# ---- microwave_timer_ctrl ----
Figure 1. Where the registers sit (microwave_timer_ctrl).
Scale bar: 20 um.
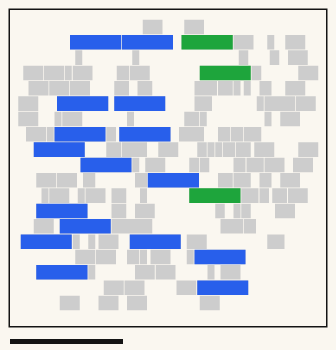

<file path="config.mk">
export PLATFORM = sky130hd
export DESIGN_NAME = microwave_timer_ctrl
export DESIGN_NICKNAME = d
export VERILOG_FILES = /design/src/rtl/microwave_timer_ctrl.sv
export SDC_FILE = /design/constraint.sdc
export NUM_CORES = 1
export LEC_CHECK = 0
export CORE_UTILIZATION = 35
export CTS_BUF_LIST = sky130_fd_sc_hd__clkbuf_4 sky130_fd_sc_hd__clkbuf_8
export DETAILED_ROUTE_END_ITERATION = 12
export GPL_TIMING_DRIVEN = 0
export SLEW_MARGIN = 20
export SYNTH_ARGS = -nofsm -noshare
export SYNTH_HDL_FRONTEND = slang
export SYNTH_SLANG_ARGS = --single-unit
export TNS_END_PERCENT = 30
</file>
<file path="constraint.sdc">
create_clock -name i_clock -period 4.1 [get_ports i_clock]
set_input_delay 0.41 -clock i_clock [delete_from_list [all_inputs] [get_ports i_clock]]
set_output_delay 0.41 -clock i_clock [all_outputs]
set_load 0.1 [all_outputs]
</file>
<file path="src/rtl/microwave_timer_ctrl.sv">
// -----------------------------------------------------------------------------
// microwave_timer_ctrl
//
// Sequencing controller for the microwave countdown timer. It collects keypad
// digits into an entry register, parallel-loads them into the external
// cascaded BCD down-counter chain (mm:ss), gates the chain's decrement enable
// with the 1 Hz tick while cooking, and handles start, stop and the door
// interlock. It drives the magnetron and signals cook completion.
//
// Parameters
//   ENTRY_DIGITS : BCD digits in the entry register (o_entry_data = 4*ENTRY_DIGITS bits)
//   BEEP_TICKS   : tick_1hz pulses that o_done stays high (beep build only)
//
// Build option
//   MW_DONE_BEEP_EN : defined   -> DONE holds o_done for BEEP_TICKS ticks,
//                                  stop or any key exits early to IDLE.
//                     undefined -> o_done is a one-cycle pulse, then IDLE.
//
// Ports
//   i_clock         in   rising-edge clock
//   i_clear         in   asynchronous active-low reset
//   i_tick_1hz      in   one-cycle pulse per second
//   i_key_valid     in   one-cycle strobe qualifying i_key_digit
//   i_key_digit     in   BCD key value; codes above 9 are ignored
//   i_start         in   one-cycle start/resume pulse
//   i_stop          in   one-cycle stop/cancel pulse
//   i_door_closed   in   level, 1 = door shut
//   i_all_zero      in   every counter in the chain reads zero
//   o_entry_data    out  digits to the counters' parallel data inputs, MSD first
//   o_cnt_loadn     out  active-low parallel load to all counters
//   o_cnt_enable    out  decrement enable to the least-significant counter
//   o_magnetron_on  out  heater drive
//   o_done          out  cook-complete indication
//   o_state_dbg     out  current FSM state encoding
// -----------------------------------------------------------------------------
module microwave_timer_ctrl #(
    parameter int ENTRY_DIGITS = 4,
    parameter int BEEP_TICKS   = 3
) (
    input  logic                        i_clock,
    input  logic                        i_clear,
    input  logic                        i_tick_1hz,
    input  logic                        i_key_valid,
    input  logic [3:0]                  i_key_digit,
    input  logic                        i_start,
    input  logic                        i_stop,
    input  logic                        i_door_closed,
    input  logic                        i_all_zero,
    output logic [4*ENTRY_DIGITS-1:0]   o_entry_data,
    output logic                        o_cnt_loadn,
    output logic                        o_cnt_enable,
    output logic                        o_magnetron_on,
    output logic                        o_done,
    output logic [2:0]                  o_state_dbg
);

    localparam int EW = 4 * ENTRY_DIGITS;

    typedef enum logic [2:0] {
        S_IDLE  = 3'd0,
        S_ENTRY = 3'd1,
        S_LOAD  = 3'd2,
        S_COOK  = 3'd3,
        S_PAUSE = 3'd4,
        S_ABORT = 3'd5,
        S_DONE  = 3'd6
    } state_t;

    state_t          r_state;
    state_t          w_state_next;
    logic [EW-1:0]   r_entry;
    logic [EW-1:0]   w_entry_next;
    logic [EW-1:0]   w_entry_shifted;
    logic            w_key_ok;

    assign w_key_ok = i_key_valid && (i_key_digit <= 4'd9);

    // New digit enters at the least-significant position; the oldest digit
    // falls off the top once the register is full.
    generate
        if (ENTRY_DIGITS > 1) begin : g_shift_multi
            assign w_entry_shifted = {r_entry[EW-5:0], i_key_digit};
        end else begin : g_shift_single
            assign w_entry_shifted = i_key_digit;
        end
    endgenerate

`ifdef MW_DONE_BEEP_EN
    localparam int BW = (BEEP_TICKS > 1) ? $clog2(BEEP_TICKS) : 1;
    logic [BW-1:0]   r_beep_cnt;
    logic [BW-1:0]   w_beep_cnt_next;
`else
    // BEEP_TICKS has no effect in this build; the empty check only keeps the
    // parameter referenced.
    generate
        if (BEEP_TICKS < 1) begin : g_beep_ticks_unused
        end
    endgenerate
`endif

    // State, entry and beep counter registers.
    always_ff @(posedge i_clock or negedge i_clear) begin
        if (!i_clear) begin
            r_state    <= S_IDLE;
            r_entry    <= '0;
`ifdef MW_DONE_BEEP_EN
            r_beep_cnt <= '0;
`endif
        end else begin
            r_state    <= w_state_next;
            r_entry    <= w_entry_next;
`ifdef MW_DONE_BEEP_EN
            r_beep_cnt <= w_beep_cnt_next;
`endif
        end
    end

    // Next-state and output decode.
    always_comb begin
        w_state_next    = r_state;
        w_entry_next    = r_entry;
        o_cnt_loadn     = 1'b1;
        o_cnt_enable    = 1'b0;
        o_magnetron_on  = 1'b0;
        o_done          = 1'b0;
`ifdef MW_DONE_BEEP_EN
        // Held at zero outside DONE, so every DONE visit starts counting at 0.
        w_beep_cnt_next = '0;
`endif
        case (r_state)
            S_IDLE: begin
                if (w_key_ok) begin
                    w_entry_next = w_entry_shifted;
                    w_state_next = S_ENTRY;
                end
            end
            S_ENTRY: begin
                if (i_stop) begin
                    w_entry_next = '0;
                    w_state_next = S_IDLE;
                end else if (i_start) begin
                    // A start pulse always swallows a simultaneous key,
                    // even when the start itself is refused.
                    if (i_door_closed && (r_entry != '0)) begin
                        w_state_next = S_LOAD;
                    end
                end else if (w_key_ok) begin
                    w_entry_next = w_entry_shifted;
                end
            end
            S_LOAD: begin
                o_cnt_loadn  = 1'b0;
                w_state_next = S_COOK;
            end
            S_COOK: begin
                o_magnetron_on = 1'b1;
                // Never decrement past zero; the chain steps on the tick edge.
                o_cnt_enable   = i_tick_1hz & ~i_all_zero;
                if (i_all_zero) begin
                    w_state_next = S_DONE;
                end else if (!i_door_closed || i_stop) begin
                    w_state_next = S_PAUSE;
                end
            end
            S_PAUSE: begin
                if (i_stop) begin
                    // Clear now so ABORT presents zero on the load bus.
                    w_entry_next = '0;
                    w_state_next = S_ABORT;
                end else if (i_start && i_door_closed) begin
                    w_state_next = S_COOK;
                end
            end
            S_ABORT: begin
                o_cnt_loadn  = 1'b0;
                w_entry_next = '0;
                w_state_next = S_IDLE;
            end
            S_DONE: begin
                o_done       = 1'b1;
                w_entry_next = '0;
`ifdef MW_DONE_BEEP_EN
                w_beep_cnt_next = r_beep_cnt;
                if (i_stop || i_key_valid) begin
                    w_state_next = S_IDLE;
                end else if (i_tick_1hz) begin
                    if (r_beep_cnt == BW'(BEEP_TICKS - 1)) begin
                        w_state_next = S_IDLE;
                    end else begin
                        w_beep_cnt_next = r_beep_cnt + 1'b1;
                    end
                end
`else
                w_state_next = S_IDLE;
`endif
            end
            default: begin
                w_state_next = S_IDLE;
            end
        endcase
    end

    assign o_entry_data = r_entry;
    assign o_state_dbg  = r_state;

endmodule

</file>
# ---- avl_arbiter ----
**src/rtl/avl_arbiter.sv**
```systemverilog
// Two-port (fetch/data) request arbiter in front of the Avalon-MM bridge.
// One pending request buffered per port, one transaction outstanding downstream.
module avl_arbiter (
  input  logic        clk,
  input  logic        rst,
  input  logic        imem_valid,
  input  logic [31:0] imem_addr,
  output logic [31:0] imem_rdata,
  output logic        imem_ready,
  input  logic        dmem_valid,
  input  logic [31:0] dmem_addr,
  input  logic [31:0] dmem_wdata,
  input  logic [3:0]  dmem_wstrb,
  output logic [31:0] dmem_rdata,
  output logic        dmem_ready,
  output logic        avl_valid,
  output logic        avl_instr,
  output logic [31:0] avl_addr,
  output logic [31:0] avl_wdata,
  output logic [3:0]  avl_wstrb,
  input  logic [31:0] avl_rdata,
  input  logic        avl_ready
);
  typedef enum logic {IDLE, BUSY} state_t;

  state_t      state, state_nx;
  logic        owner, last_grant;   // 0 = imem, 1 = dmem
  logic        live;                // low for the first cycle after reset
  logic        ibuf_full, dbuf_full;
  logic [31:0] ibuf_addr, dbuf_addr, dbuf_wdata;
  logic [3:0]  dbuf_wstrb;
  logic        en, i_cand, d_cand, grant, issue, i_issue, d_issue, done, i_cap, d_cap;

  assign en      = rst & live;
  assign i_cand  = ibuf_full | imem_valid;
  assign d_cand  = dbuf_full | dmem_valid;
  // dmem wins when it is the only candidate, or on a tie when imem went last
  assign grant   = d_cand & (~i_cand | ~last_grant);
  assign issue   = en & (state == IDLE) & (i_cand | d_cand);
  assign i_issue = issue & ~grant;
  assign d_issue = issue & grant;
  assign done    = en & (state == BUSY) & avl_ready;

  // Live input is captured unless it goes straight out; a full buffer only
  // accepts it when that buffer is being issued this cycle.
  assign i_cap = imem_valid & ~(i_issue & ~ibuf_full) & (~ibuf_full | i_issue);
  assign d_cap = dmem_valid & ~(d_issue & ~dbuf_full) & (~dbuf_full | d_issue);

  always_comb begin
    state_nx = state;
    case (state)
      IDLE: if (issue) state_nx = BUSY;
      BUSY: if (done)  state_nx = IDLE;
      default: state_nx = IDLE;
    endcase
  end

  always_comb begin
    avl_valid  = issue;
    avl_instr  = 1'b0;
    avl_addr   = '0;
    avl_wdata  = '0;
    avl_wstrb  = '0;
    if (i_issue) begin
      avl_instr = 1'b1;
      avl_addr  = ibuf_full ? ibuf_addr : imem_addr;
    end else if (d_issue) begin
      avl_addr  = dbuf_full ? dbuf_addr  : dmem_addr;
      avl_wdata = dbuf_full ? dbuf_wdata : dmem_wdata;
      avl_wstrb = dbuf_full ? dbuf_wstrb : dmem_wstrb;
    end
    imem_ready = done & ~owner;
    dmem_ready = done & owner;
    imem_rdata = imem_ready ? avl_rdata : '0;
    dmem_rdata = dmem_ready ? avl_rdata : '0;
  end

  always_ff @(posedge clk) begin
    if (!rst) begin
      state      <= IDLE;
      owner      <= 1'b0;
      last_grant <= 1'b0;
      live       <= 1'b0;
      ibuf_full  <= 1'b0;
      ibuf_addr  <= '0;
      dbuf_full  <= 1'b0;
      dbuf_addr  <= '0;
      dbuf_wdata <= '0;
      dbuf_wstrb <= '0;
    end else begin
      state <= state_nx;
      live  <= 1'b1;
      if (issue) begin
        owner      <= grant;
        last_grant <= grant;
      end
      if (i_cap) begin
        ibuf_full <= 1'b1;
        ibuf_addr <= imem_addr;
      end else if (i_issue) begin
        ibuf_full <= 1'b0;
      end
      if (d_cap) begin
        dbuf_full  <= 1'b1;
        dbuf_addr  <= dmem_addr;
        dbuf_wdata <= dmem_wdata;
        dbuf_wstrb <= dmem_wstrb;
      end else if (d_issue) begin
        dbuf_full <= 1'b0;
      end
    end
  end

  // A new request into an occupied buffer is dropped by the logic above.
  always_ff @(posedge clk) begin
    if (rst) begin
      assert (!(imem_valid && ibuf_full && !i_issue));
      assert (!(dmem_valid && dbuf_full && !d_issue));
    end
  end
endmodule

```
**config.mk**
```make
export PLATFORM = sky130hd
export DESIGN_NAME = avl_arbiter
export DESIGN_NICKNAME = d
export VERILOG_FILES = /design/src/rtl/avl_arbiter.sv
export SDC_FILE = /design/constraint.sdc
export NUM_CORES = 1
export LEC_CHECK = 0
export CORE_MARGIN = 2
export CORE_UTILIZATION = 43
export CTS_BUF_LIST = sky130_fd_sc_hd__clkbuf_4 sky130_fd_sc_hd__clkbuf_8 sky130_fd_sc_hd__clkbuf_16
export DETAILED_ROUTE_END_ITERATION = 10
export PLACE_DENSITY = 0.92
export SETUP_SLACK_MARGIN = 0.2
export SLEW_MARGIN = 10
export SYNTH_ARGS = -nofsm -noshare
export SYNTH_HDL_FRONTEND = slang
export SYNTH_SLANG_ARGS = --single-unit
```
**constraint.sdc**
```tcl
create_clock -name clk -period 2 [get_ports clk]
set_input_delay 0.2 -clock clk [delete_from_list [all_inputs] [get_ports clk]]
set_output_delay 0.2 -clock clk [all_outputs]
set_load 0.01 [all_outputs]
```
# ---- tp_adc_responder_flat ----
<file path="src/rtl/tp_adc_responder_if.sv">
// Touch panel serial link between the panel controller (master) and
// the emulated ADC (slave): serial clock, select, command in, data out,
// busy flag and pen-down interrupt.
interface tp_adc_responder_if;
   logic TP_SCLK_I;
   logic TP_SS_N_I;
   logic TP_MOSI_I;
   logic TP_MISO_O;
   logic TP_BUSY_O;
   logic TP_PENIRQ_N_O;

   modport master (
      output TP_SCLK_I,
      output TP_SS_N_I,
      output TP_MOSI_I,
      input  TP_MISO_O,
      input  TP_BUSY_O,
      input  TP_PENIRQ_N_O
   );

   modport slave (
      input  TP_SCLK_I,
      input  TP_SS_N_I,
      input  TP_MOSI_I,
      output TP_MISO_O,
      output TP_BUSY_O,
      output TP_PENIRQ_N_O
   );
endinterface

</file>
<file path="src/rtl/tp_adc_responder.sv">
// Emulated touch-panel ADC. It accepts an 8-bit command (start bit
// first, leading zeros skipped), snapshots X or Y, raises BUSY for one
// SCLK period and then shifts out 12 or 8 result bits MSB first on SCLK
// falling edges. Pen-down interrupt follows Touch_I while idle with
// power-down mode 00.
module tp_adc_responder #(
   parameter int unsigned SYNC_STAGES = 2,
   parameter logic [2:0]  X_ADDR      = 3'b101,
   parameter logic [2:0]  Y_ADDR      = 3'b001
) (
   input  logic                  Clock,
   input  logic                  Reset,
   tp_adc_responder_if.slave     tp,
   input  logic                  Touch_I,
   input  logic [11:0]           X_Value_I,
   input  logic [11:0]           Y_Value_I,
   output logic                  Cmd_Valid_O,
   output logic [7:0]            Cmd_O
);

   typedef enum logic [1:0] {
      IDLE = 2'd0,
      CMD  = 2'd1,
      BUSY = 2'd2,
      DATA = 2'd3
   } state_t;

   logic [SYNC_STAGES-1:0] sclk_sync;
   logic [SYNC_STAGES-1:0] ss_sync;
   logic [SYNC_STAGES-1:0] mosi_sync;
   logic                   sclk_s;
   logic                   ss_s;
   logic                   mosi_s;
   logic                   sclk_d;
   logic                   ss_d;
   logic                   sclk_rise;
   logic                   sclk_fall;
   logic                   ss_fall;
   logic                   ss_rise;

   state_t                 state;
   logic [6:0]             cmd_sr;
   logic [3:0]             bit_cnt;
   logic [3:0]             data_cnt;
   logic [11:0]            data_sr;
   logic                   mode_r;
   logic [1:0]             pd_r;
   logic [7:0]             cmd_q;
   logic                   cmd_valid_q;
   logic                   miso_q;
   logic                   busy_q;
   logic                   penirq_q;

   logic [7:0]             cmd_byte;
   logic [11:0]            snap;
   logic [3:0]             last_cnt;

   // Input synchronisers; SCLK/SS_N idle high, MOSI idles low.
   always_ff @(posedge Clock or posedge Reset) begin
      if (Reset) begin
         sclk_sync <= '1;
         ss_sync   <= '1;
         mosi_sync <= '0;
      end else begin
         sclk_sync <= SYNC_STAGES'({sclk_sync, tp.TP_SCLK_I});
         ss_sync   <= SYNC_STAGES'({ss_sync, tp.TP_SS_N_I});
         mosi_sync <= SYNC_STAGES'({mosi_sync, tp.TP_MOSI_I});
      end
   end

   assign sclk_s = sclk_sync[SYNC_STAGES-1];
   assign ss_s   = ss_sync[SYNC_STAGES-1];
   assign mosi_s = mosi_sync[SYNC_STAGES-1];

   // Delayed copies of the synchronised levels for edge detection.
   always_ff @(posedge Clock or posedge Reset) begin
      if (Reset) begin
         sclk_d <= 1'b1;
         ss_d   <= 1'b1;
      end else begin
         sclk_d <= sclk_s;
         ss_d   <= ss_s;
      end
   end

   assign sclk_rise = sclk_s & ~sclk_d;
   assign sclk_fall = ~sclk_s & sclk_d;
   assign ss_fall   = ~ss_s & ss_d;
   assign ss_rise   = ss_s & ~ss_d;

   // Full command byte as seen on the 8th rising edge, result selection
   // and number of data bits for the stored mode.
   always_comb begin
      cmd_byte = {cmd_sr, mosi_s};
      snap     = 12'h000;
      if (cmd_byte[6:4] == X_ADDR) begin
         snap = X_Value_I;
      end else if (cmd_byte[6:4] == Y_ADDR) begin
         snap = Y_Value_I;
      end
      last_cnt = mode_r ? 4'd8 : 4'd12;
   end

   // Transaction FSM with registered serial outputs and pen interrupt.
   always_ff @(posedge Clock or posedge Reset) begin
      if (Reset) begin
         state       <= IDLE;
         cmd_sr      <= '0;
         bit_cnt     <= '0;
         data_cnt    <= '0;
         data_sr     <= '0;
         mode_r      <= 1'b0;
         pd_r        <= 2'b00;
         cmd_q       <= '0;
         cmd_valid_q <= 1'b0;
         miso_q      <= 1'b0;
         busy_q      <= 1'b0;
         penirq_q    <= 1'b1;
      end else begin
         cmd_valid_q <= 1'b0;
         penirq_q    <= (state == IDLE && pd_r == 2'b00) ? ~Touch_I : 1'b1;
         // Deselect wins over any SCLK edge detected in the same cycle.
         if (ss_rise) begin
            state    <= IDLE;
            miso_q   <= 1'b0;
            busy_q   <= 1'b0;
            bit_cnt  <= '0;
            data_cnt <= '0;
            cmd_sr   <= '0;
         end else begin
            case (state)
               IDLE: begin
                  if (ss_fall) begin
                     state   <= CMD;
                     bit_cnt <= '0;
                     cmd_sr  <= '0;
                  end
               end
               CMD: begin
                  if (sclk_rise && bit_cnt < 4'd8) begin
                     if (bit_cnt != 4'd0 || mosi_s) begin
                        cmd_sr  <= {cmd_sr[5:0], mosi_s};
                        bit_cnt <= bit_cnt + 4'd1;
                        if (bit_cnt == 4'd7) begin
                           cmd_q       <= cmd_byte;
                           cmd_valid_q <= 1'b1;
                           mode_r      <= cmd_byte[3];
                           pd_r        <= cmd_byte[1:0];
                           data_sr     <= cmd_byte[3] ? {snap[11:4], 4'h0} : snap;
                        end
                     end
                  end else if (sclk_fall && bit_cnt == 4'd8) begin
                     busy_q <= 1'b1;
                     state  <= BUSY;
                  end
               end
               BUSY: begin
                  if (sclk_fall) begin
                     busy_q   <= 1'b0;
                     miso_q   <= data_sr[11];
                     data_sr  <= {data_sr[10:0], 1'b0};
                     data_cnt <= 4'd1;
                     state    <= DATA;
                  end
               end
               DATA: begin
                  if (sclk_fall) begin
                     if (data_cnt == last_cnt) begin
                        miso_q   <= 1'b0;
                        state    <= CMD;
                        bit_cnt  <= '0;
                        data_cnt <= '0;
                     end else begin
                        miso_q   <= data_sr[11];
                        data_sr  <= {data_sr[10:0], 1'b0};
                        data_cnt <= data_cnt + 4'd1;
                     end
                  end
               end
               default: state <= IDLE;
            endcase
         end
      end
   end

   assign tp.TP_MISO_O     = miso_q;
   assign tp.TP_BUSY_O     = busy_q;
   assign tp.TP_PENIRQ_N_O = penirq_q;
   assign Cmd_Valid_O      = cmd_valid_q;
   assign Cmd_O            = cmd_q;

endmodule

</file>
<file path="src/flat_wrapper.sv">
// flat-port wrapper written by rule: the top's interface ports become plain ports
module tp_adc_responder_flat 
#(
   parameter int unsigned SYNC_STAGES = 2,
   parameter logic [2:0]  X_ADDR      = 3'b101,
   parameter logic [2:0]  Y_ADDR      = 3'b001
)
  (Clock, Reset, Touch_I, X_Value_I, Y_Value_I, Cmd_Valid_O, Cmd_O, tp_TP_SCLK_I, tp_TP_SS_N_I, tp_TP_MOSI_I, tp_TP_MISO_O, tp_TP_BUSY_O, tp_TP_PENIRQ_N_O);
  tp_adc_responder_if tp_i ();
  input  logic Clock;
  input  logic Reset;
  input  logic Touch_I;
  input  logic [11:0] X_Value_I;
  input  logic [11:0] Y_Value_I;
  output logic Cmd_Valid_O;
  output logic [7:0] Cmd_O;
  input wire logic [$bits(tp_i.TP_SCLK_I)-1:0] tp_TP_SCLK_I;
  input wire logic [$bits(tp_i.TP_SS_N_I)-1:0] tp_TP_SS_N_I;
  input wire logic [$bits(tp_i.TP_MOSI_I)-1:0] tp_TP_MOSI_I;
  output wire logic [$bits(tp_i.TP_MISO_O)-1:0] tp_TP_MISO_O;
  output wire logic [$bits(tp_i.TP_BUSY_O)-1:0] tp_TP_BUSY_O;
  output wire logic [$bits(tp_i.TP_PENIRQ_N_O)-1:0] tp_TP_PENIRQ_N_O;
  assign tp_i.TP_SCLK_I = tp_TP_SCLK_I;
  assign tp_i.TP_SS_N_I = tp_TP_SS_N_I;
  assign tp_i.TP_MOSI_I = tp_TP_MOSI_I;
  assign tp_TP_MISO_O = tp_i.TP_MISO_O;
  assign tp_TP_BUSY_O = tp_i.TP_BUSY_O;
  assign tp_TP_PENIRQ_N_O = tp_i.TP_PENIRQ_N_O;
  tp_adc_responder #(.SYNC_STAGES(SYNC_STAGES), .X_ADDR(X_ADDR), .Y_ADDR(Y_ADDR)) u_core (.Clock(Clock), .Reset(Reset), .tp(tp_i), .Touch_I(Touch_I), .X_Value_I(X_Value_I), .Y_Value_I(Y_Value_I), .Cmd_Valid_O(Cmd_Valid_O), .Cmd_O(Cmd_O));
endmodule
</file>
<file path="config.mk">
export PLATFORM = sky130hd
export DESIGN_NAME = tp_adc_responder_flat
export DESIGN_NICKNAME = d
export VERILOG_FILES = /design/src/rtl/tp_adc_responder_if.sv /design/src/rtl/tp_adc_responder.sv /design/src/flat_wrapper.sv
export SDC_FILE = /design/constraint.sdc
export NUM_CORES = 1
export LEC_CHECK = 0
export ABC_CLOCK_PERIOD_IN_PS = 3100
export CORE_UTILIZATION = 40
export CTS_CLUSTER_SIZE = 8
export DETAILED_ROUTE_END_ITERATION = 10
export GPL_ROUTABILITY_DRIVEN = 0
export PLACE_DENSITY = 0.59
export RECOVER_POWER = 50
export SYNTH_ARGS = -nofsm -noshare
export SYNTH_HDL_FRONTEND = slang
export SYNTH_SLANG_ARGS = --single-unit
</file>
<file path="constraint.sdc">
create_clock -name Clock -period 3.1 [get_ports Clock]
set_clock_uncertainty 0.15 [all_clocks]
set_input_delay 0.465 -clock Clock [delete_from_list [all_inputs] [get_ports Clock]]
set_output_delay 0.465 -clock Clock [all_outputs]
set_load 0.05 [all_outputs]
</file>
# ---- booth_pp_streamer ----
<file path="src/rtl/booth_pp_streamer.sv">
// booth_pp_streamer: radix-4 Booth partial-product generator that streams one
// shifted, sign-extended row per cycle over a valid/ready interface.
// Optional feature macro: PP_SUM_CHECK_EN adds out_sum, the running sum of the
// rows of one operation (valid on the last row).
`ifndef BITWIDTH
`define BITWIDTH 8
`endif

module booth_pp_streamer #(
    parameter int unsigned BITWIDTH       = `BITWIDTH,
    parameter int unsigned LEASTSIGNIFCOL = 0
) (
    input  logic                                        clk,
    input  logic                                        rst,
    input  logic                                        in_valid,
    output logic                                        in_ready,
    input  logic [BITWIDTH-1:0]                         in_a,
    input  logic [BITWIDTH-1:0]                         in_b,
    output logic                                        out_valid,
    input  logic                                        out_ready,
    output logic [2*BITWIDTH-1:0]                       out_row,
    output logic [((BITWIDTH/2 > 1) ? $clog2(BITWIDTH/2) : 1)-1:0] out_idx,
    output logic                                        out_first,
    output logic                                        out_last
`ifdef PP_SUM_CHECK_EN
    ,
    output logic [2*BITWIDTH-1:0]                       out_sum
`endif
);

    localparam int unsigned          NROWS     = BITWIDTH / 2;
    localparam int unsigned          IW        = (NROWS > 1) ? $clog2(NROWS) : 1;
    localparam logic [IW-1:0]        LAST_IDX  = IW'(NROWS - 1);
    localparam logic [2*BITWIDTH-1:0] KEEP_MASK = {(2*BITWIDTH){1'b1}} << LEASTSIGNIFCOL;

    typedef enum logic {
        IDLE,
        EMIT
    } state_t;

    state_t                state, state_n;
    logic [BITWIDTH-1:0]   a_q, a_n;
    logic [BITWIDTH-1:0]   b_q, b_n;
    logic [IW-1:0]         idx_n;
    logic                  valid_n;
    logic [2*BITWIDTH-1:0] row_n;
    logic                  accept;
    logic                  fire;

    // One Booth row: digit from {b[2i+1], b[2i], b[2i-1]} times a, built in
    // BITWIDTH+2 bits so that -2*(-2^(W-1)) still fits, then sign-extended,
    // shifted into place and truncated below LEASTSIGNIFCOL.
    function automatic logic [2*BITWIDTH-1:0] booth_row(
        input logic [BITWIDTH-1:0] a,
        input logic [BITWIDTH-1:0] b,
        input logic [IW-1:0]       i
    );
        logic [BITWIDTH:0]     b_ext;
        logic [2:0]            trip;
        logic [BITWIDTH+1:0]   a_ext;
        logic [BITWIDTH+1:0]   a_neg;
        logic [BITWIDTH+1:0]   pp;
        logic [2*BITWIDTH-1:0] wide;
        b_ext = {b, 1'b0};
        trip  = b_ext[{i, 1'b0} +: 3];
        a_ext = {{2{a[BITWIDTH-1]}}, a};
        a_neg = ~a_ext + (BITWIDTH+2)'(1);
        case (trip)
            3'b001, 3'b010: pp = a_ext;
            3'b011:         pp = {a_ext[BITWIDTH:0], 1'b0};
            3'b100:         pp = {a_neg[BITWIDTH:0], 1'b0};
            3'b101, 3'b110: pp = a_neg;
            default:        pp = '0;
        endcase
        wide = {{(BITWIDTH-2){pp[BITWIDTH+1]}}, pp};
        return (wide << {i, 1'b0}) & KEEP_MASK;
    endfunction

    // Handshakes, next state and the next registered row (computed from the
    // operands and index that will be current after this edge).
    always_comb begin
        state_n  = state;
        a_n      = a_q;
        b_n      = b_q;
        idx_n    = out_idx;
        in_ready = (state == IDLE) || (out_valid && out_last && out_ready);
        accept   = in_valid && in_ready;
        fire     = out_valid && out_ready;
        if (accept) begin
            a_n     = in_a;
            b_n     = in_b;
            idx_n   = '0;
            state_n = EMIT;
        end else if (fire) begin
            if (out_idx == LAST_IDX) begin
                idx_n   = '0;
                state_n = IDLE;
            end else begin
                idx_n = out_idx + IW'(1);
            end
        end
        valid_n = (state_n == EMIT);
        row_n   = booth_row(a_n, b_n, idx_n);
    end

    // State, latched operands and registered output row/flags.
    always_ff @(posedge clk) begin
        if (rst) begin
            state     <= IDLE;
            a_q       <= '0;
            b_q       <= '0;
            out_valid <= 1'b0;
            out_row   <= '0;
            out_idx   <= '0;
            out_first <= 1'b0;
            out_last  <= 1'b0;
        end else begin
            state     <= state_n;
            a_q       <= a_n;
            b_q       <= b_n;
            out_valid <= valid_n;
            out_row   <= valid_n ? row_n : '0;
            out_idx   <= idx_n;
            out_first <= valid_n && (idx_n == '0);
            out_last  <= valid_n && (idx_n == LAST_IDX);
        end
    end

`ifdef PP_SUM_CHECK_EN
    logic [2*BITWIDTH-1:0] acc;

    // Running sum of accepted rows; the first row restarts the sum.
    always_ff @(posedge clk) begin
        if (rst) begin
            acc <= '0;
        end else if (out_valid && out_ready) begin
            acc <= out_first ? out_row : acc + out_row;
        end
    end

    // Total of the operation, presented alongside the last row.
    always_comb begin
        out_sum = (out_valid && out_last) ? acc + out_row : '0;
    end
`endif

endmodule

</file>
<file path="config.mk">
export PLATFORM = sky130hd
export DESIGN_NAME = booth_pp_streamer
export DESIGN_NICKNAME = d
export VERILOG_FILES = /design/src/rtl/booth_pp_streamer.sv
export SDC_FILE = /design/constraint.sdc
export NUM_CORES = 1
export LEC_CHECK = 0
export ABC_AREA = 1
export CORE_MARGIN = 1
export CORE_UTILIZATION = 56
export DETAILED_ROUTE_END_ITERATION = 6
export HOLD_SLACK_MARGIN = 0.03
export PLACE_DENSITY = 0.94
export RECOVER_POWER = 25
export SLEW_MARGIN = 20
export SYNTH_ARGS = -nofsm -noshare
export SYNTH_HDL_FRONTEND = slang
export SYNTH_SLANG_ARGS = --single-unit
export TNS_END_PERCENT = 5
</file>
<file path="constraint.sdc">
create_clock -name clk -period 5.03 [get_ports clk]
set_input_delay 0.7545 -clock clk [delete_from_list [all_inputs] [get_ports clk]]
set_output_delay 0.7545 -clock clk [all_outputs]
set_load 0.1 [all_outputs]
</file>
Figure 2. Placed cells, one colour a class (booth_pp_streamer).
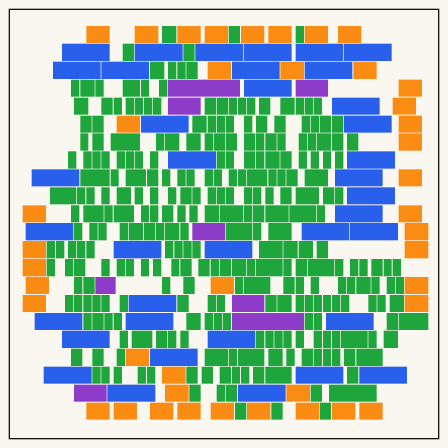
[blue] flops | cells: 37 | share of their area: 28%
[purple] clock drivers and dummy loads | cells: 8 | share of their area: 5.2%
[orange] other buffers and delay cells | cells: 41 | share of their area: 15%
[green] all other logic | cells: 281 | share of their area: 52%

==> highlights.md, booth_pp_streamer <==
## Clock tree
* number of buffers inserted during clock tree synthesis: 5
* Clock Latency Late Sink: 0.31 ns
* H-tree level count: 2

## Critical path
* worst stage delay on the critical path: 0.72 ns
* worst path buffer plus inverter count: 1

## Logic synthesis
* post-synthesis sequential element count: 37
* basic-gate share of the synthesized area counting and, or, nand and nor cells: 0.490
* post-synth tally of flip-flops with integrated enable: 0
* post-synthesis area per instance: 6.82 sq um
* dominant register cell in the synthesized netlist: sky130_fd_sc_hd__dfxtp_1
* post-synth top area cell: sky130_fd_sc_hd__dfxtp_1
* share of synthesized area occupied by flip-flops and latches: 0.334
* multiplexer area fraction after synthesis: 0

## Global route
* wire length of the first global-routing pass: 9.64 mm
* vias in the first global route: 2177

## Run status
* result of the run: finished, final reports clean

## Floorplan
* die width: 64.9 um

## Run
* Tool Warnings: 26

## Finish
* area taken by multi-input logic gates: 1280 sq um
* combinational gates: 254
* most numerous logic cell after layout: sky130_fd_sc_hd__nand2_1
* area overhead of the layout relative to synthesis: 23.1%

## Detailed routing
* total routed wirelength: 5.51 mm

## STA
* hold violation total from the final report: 0
* transition time of the tightest slew-check pin: 0.981 ns

## Place
* instance count after placement with tap cells included: 407
* placed cell area: 2630 sq um

## booth_pp_streamer: layer usage
metal | up-vias | GRT usage | wire [um]
li1 | 1130 | - | -
met1 | 1052 | 0.355 | 2310
met2 | 102 | 0.493 | 2750
met3 | 15 | 0.0722 | 326
met4 | 0 | 0.142 | 117
met5 | - | 0 | 0
## booth_pp_streamer: registers in the layout (all words and copies together), names as in the netlist
name / flops
out_last: 1
a_q: 8
state: 1
out_idx: 2
b_q: 8
out_first: 1
out_row: 16
## booth_pp_streamer: path summary, 6_finish.rpt
path	end	start	slack, ns	cells past startpoint
worst min-delay path	b_q[2]$_SDFF_PP0_	b_q[2]$_SDFF_PP0_	0.47	2
worst min register to register	b_q[2]$_SDFF_PP0_	b_q[2]$_SDFF_PP0_	0.47	2
worst max-delay path	out_row[10]$_SDFF_PP0_	in_valid	1.37	14
worst max register to register	out_row[10]$_SDFF_PP0_	state$_SDFF_PP0_	1.96	14
Figure 3. Cell area per tile (microwave_timer_ctrl).
The die is cut into 11 by 11 equal tiles; white is low, dark blue is high, 0 to 100% covered.
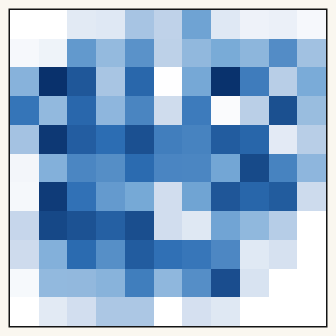
mean over tiles: 45%
nearly empty tiles: 9.9%
fullest tile: 100%
emptiest ninth of the die: bottom right
tiles over 75% full: 21%

Notes on Figure 1 above:
[green] `o_state_dbg` | sequential cells: 3
[blue] `o_entry_data` | sequential cells: 16

==> highlights.md, microwave_timer_ctrl <==
## Run status
* result of the run: finished, final reports clean

## Clock tree
* hold_buf cts: 0
* maximum clock path buffer count: 2

## Finish
* final cell count without fillers: 168
* multi-input logic portion of the cell area: 0.344
* proportion of layout cells with a drive suffix above 1: 0.102
* fin nets: 150

## Global route
* vias in the first global route: 896
* remaining global-route overflow: 0
* number of antenna violations at the first check in global routing: 0
* global routing usage on met3: 0.0279
* grt met2 use: 0.277

## Floorplan
* die width: 56.0 um
* starting density of the core: 0.371

## Critical path
* Worst setup EP type: output port

## Place
* Place WS: 1.40 ns
* Detail Placement HPWL: 1.89 mm

## Logic synthesis
* post-synthesis adder-cell area fraction: 0
* post-synthesis area per instance: 10.3 sq um
* Synth area leaders: sky130_fd_sc_hd__dfrtp_1 47%, sky130_fd_sc_hd__mux2i_1 14%, sky130_fd_sc_hd__nor2_1 7.3%

## STA
* share of the clock period used by the worst path after layout: 0.724
* transition time of the tightest slew-check pin: 0.977 ns
* maximum operating frequency: 337 MHz
* final setup skew: 0.00156 ns

microwave_timer_ctrl: flip-flops by register name, indices dropped and copies added, names as in the netlist:
register / cells
o_state_dbg: 3
o_entry_data: 16
microwave_timer_ctrl: worst min-delay path, delay by kind of cell, from the launching register on:
| kind | cells | cell delay, ns |
|---|---|---|
| simple gates | 1 | 0.08 |
| mux | 1 | 0.08 |
| flops | 1 | 0.38 |
microwave_timer_ctrl: cells in the final DEF (no fill, tap or decap), drive strengths merged, types with 3 or more instances in the layout:
master,instances
clkbuf,4
mux2i,14
a211oi,4
clkdlybuf4s50,34
a21oi,4
nand2,3
nor4,4
dfrtp,19
nor2,20
buf,6
microwave_timer_ctrl: worst min-delay path by stage:
stage                                         endpoint  slack, ns  depth (start not counted)
after floorplan            o_entry_data[0]$_DFFE_PN0P_       0.11                          0
after global placement    o_entry_data[12]$_DFFE_PN0P_       0.54                          2
after detailed placement  o_entry_data[12]$_DFFE_PN0P_       0.55                          2
after CTS                 o_entry_data[12]$_DFFE_PN0P_       0.58                          2
after global routing      o_entry_data[15]$_DFFE_PN0P_       0.63                          2
final                     o_entry_data[14]$_DFFE_PN0P_       0.57                          2
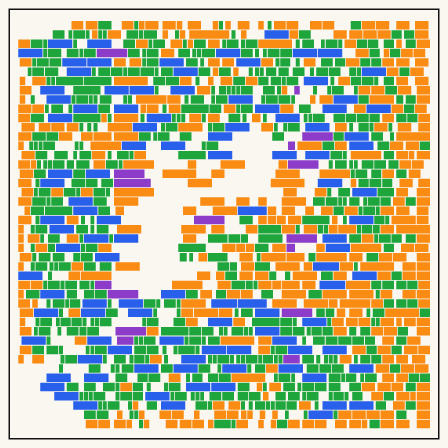
Figure 4: avl_arbiter, placed cells, one colour a class.
[orange] other buffers and delay cells | cells: 385 | share of their area: 39%
[purple] clock drivers and dummy loads | cells: 16 | share of their area: 2.8%
[blue] flops | cells: 105 | share of their area: 19%
[green] all other logic | cells: 597 | share of their area: 40%

==> highlights.md, avl_arbiter <==
## Finish
* post-layout utilization of the core: 0.791
* proportion of layout cells with a drive suffix above 1: 0.350
* final cell count without fillers: 1287

## Run status
* result of the run: finished with violations
* violated checks: negative setup slack

## STA
* Final Worst Setup Slack: -0.0978 ns
* count of final setup violators: 25
* final setup skew: 0.00595 ns

## Logic synthesis
* AO/OA Area Share: 0.0536
* post-synth top area cell: sky130_fd_sc_hd__dfxtp_1
* Yosys chip area: 6350 sq um
* Synthesis Warnings: 0

## Critical path
* cell chain of the critical path: nand3b_1, and2b_4, o21ai_4, clkbuf_16, nor2_1, buf_2
* count of cell instances traversed by the critical path: 6

## Global route
* global router's overall resource usage: 0.268
* number of antenna violations at the first check in global routing: 1
* largest net degree at the start of global routing: 206

## Hold path
* Hold Crit Endpoint: live$_DFF_P_

## Detailed routing
* ANT nets after route: 0

## Place
* routability-driven placement congestion ratio: 0.884

avl_arbiter: per-layer routing:
metal,vias to the layer above,GRT usage,share of wire
li1,3228,-,-
met1,3302,0.303,0.37
met2,344,0.491,0.51
met3,96,0.0492,0.065
met4,2,0.118,0.053
met5,-,0,0.00049
avl_arbiter: sequential cells by signal (all words and copies together) (netlist names):
name / count
dbuf_addr: 32
dbuf_wdata: 32
ibuf_addr: 32
dbuf_wstrb: 4
dbuf_full: 1
ibuf_full: 1
last_grant: 1
live: 1
state: 1
avl_arbiter: layout make-up:
type,instances,area share
clock buffer,12,0.0233
timing repair buffer,385,0.381
sequential,105,0.185
clock inverter,4,0.00426
multi-input combinational,596,0.387
inverter,1,0.000328
tap,184,0.0201
avl_arbiter: kinds of logic after synthesis:
logic type                 Yosys count
DFF                                105
and+or+nand+nor                    352
muxes                              202
adders and majority gates            2
buffers and inverters               66
AOI/OAI and AO/OA                   40
Figure 5. Placement view (tp_adc_responder_flat).
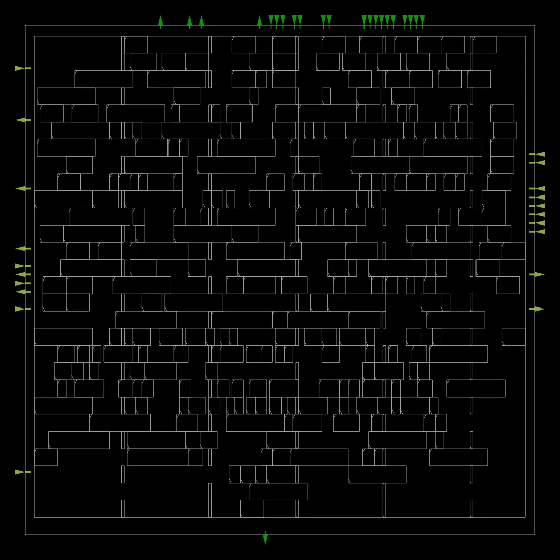
Fill cells: 575
sequential share of cell area: 0.406
core region area: 5920 sq um
count of flip-flops and latches: 49

==> highlights.md, tp_adc_responder_flat <==
## Run status
* result of the run: finished, final reports clean

## Hold path
* Hold Crit Endpoint: u_core.ss_sync[1]$_DFF_PP1_
* worst hold start: u_core.ss_sync[0]$_DFF_PP1_

## Critical path
* worst path buffer plus inverter count: 1
* capturing instance or port of the critical path: u_core.data_sr[7]$_DFFE_PP0P_
* kind of critical path: register to register
* launch point of the critical path: u_core.state[0]$_DFFE_PP0P_
* crit path DAT: 2.44 ns
* Startpoint Class: register
* beginning of the worst register-to-register path: u_core.state[0]$_DFFE_PP0P_

## Clock tree
* H-tree level count: 2
* clock sink count: 49

## Floorplan
* starting density of the core: 0.417
* IO Count: 42

## Finish
* area overhead of the layout relative to synthesis: 23.3%
* cell area after layout: 3040 sq um
* diode count: 0
* final cell count without fillers: 363

## Detailed routing
* Pre-antenna DRT Iters: 4
* total vias in the final route: 1856

## Logic synthesis
* async set-or-reset flop fraction in the synthesized netlist: 1.00
* post-synthesis sequential element count: 49
* syn nets: 282

## Global route
* wire length of the first global-routing pass: 8.42 mm
* remaining global-route overflow: 0

## tp_adc_responder_flat: registers in the layout, indices dropped and copies added (netlist names), 2 cells and up
name,count
u_core.bit_cnt,4
u_core.sclk_sync,2
u_core.mosi_sync,2
u_core.data_sr,12
u_core.data_cnt,4
u_core.ss_sync,2
u_core.cmd_sr,7
u_core.state,2
u_core.Cmd_O,8
## tp_adc_responder_flat: layer usage
layer  vias up  part of all wire  track usage
li1        933                 -            -
met1       884              0.50        0.238
met2        34              0.45        0.261
met3         5             0.042       0.0375
met4         0             0.013       0.0643
met5         -                 0            0
## tp_adc_responder_flat: cells by family after synthesis
group / count (synthesis) / synth area share
AOI/OAI and AO/OA: 60 / 0.159
xor gates and xnor gates: 2 / 0.00710
adders and majority gates: 9 / 0.0456
buffers and inverters: 22 / 0.0466
DFF: 49 / 0.500
muxes: 21 / 0.0897
and+or+nand+nor: 80 / 0.152
## tp_adc_responder_flat: final cells by class
class	count	area, sq um
clock buffers	5	68.8
clock inverters	3	28.8
fillers	575	2880
inverters	12	45.0
multi-input cells	172	1120
flip-flops and latches	49	1230
well taps	75	93.8
repair buffers	47	453


==> layout pictures side by side <==
Signal wires on met3.
image #1
Scale bar: 20 um.
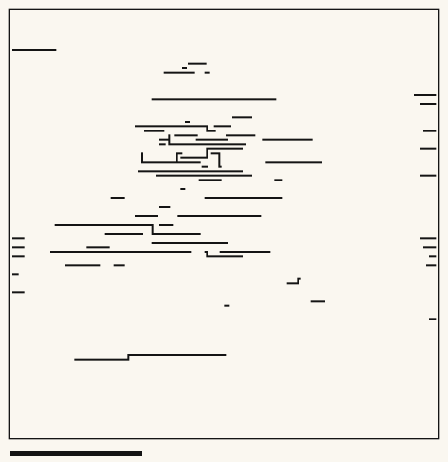
image #2
Scale bar: 20 um.
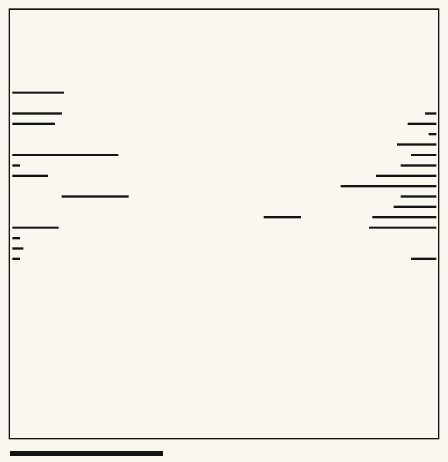
image #3
Scale bar: 20 um.
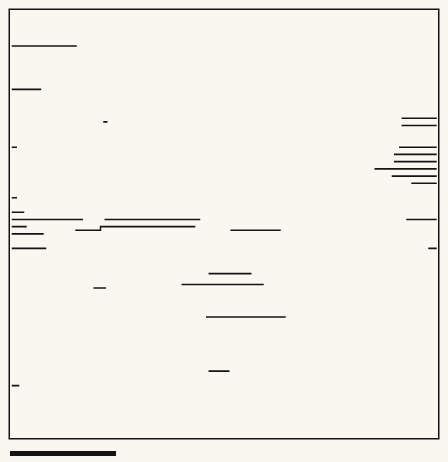
image #4
Scale bar: 50 um.
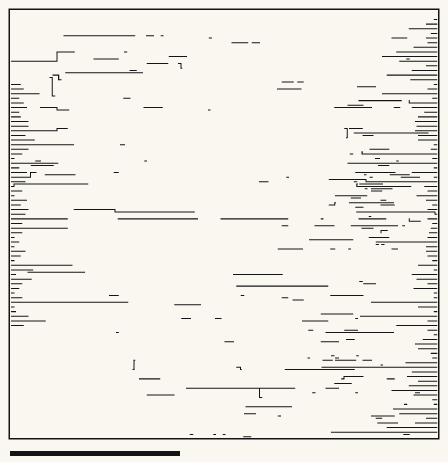
image #3 -> tp_adc_responder_flat
image #4 -> avl_arbiter
image #2 -> microwave_timer_ctrl
image #1 -> booth_pp_streamer
- largest die: image #4
- smallest die: image #2

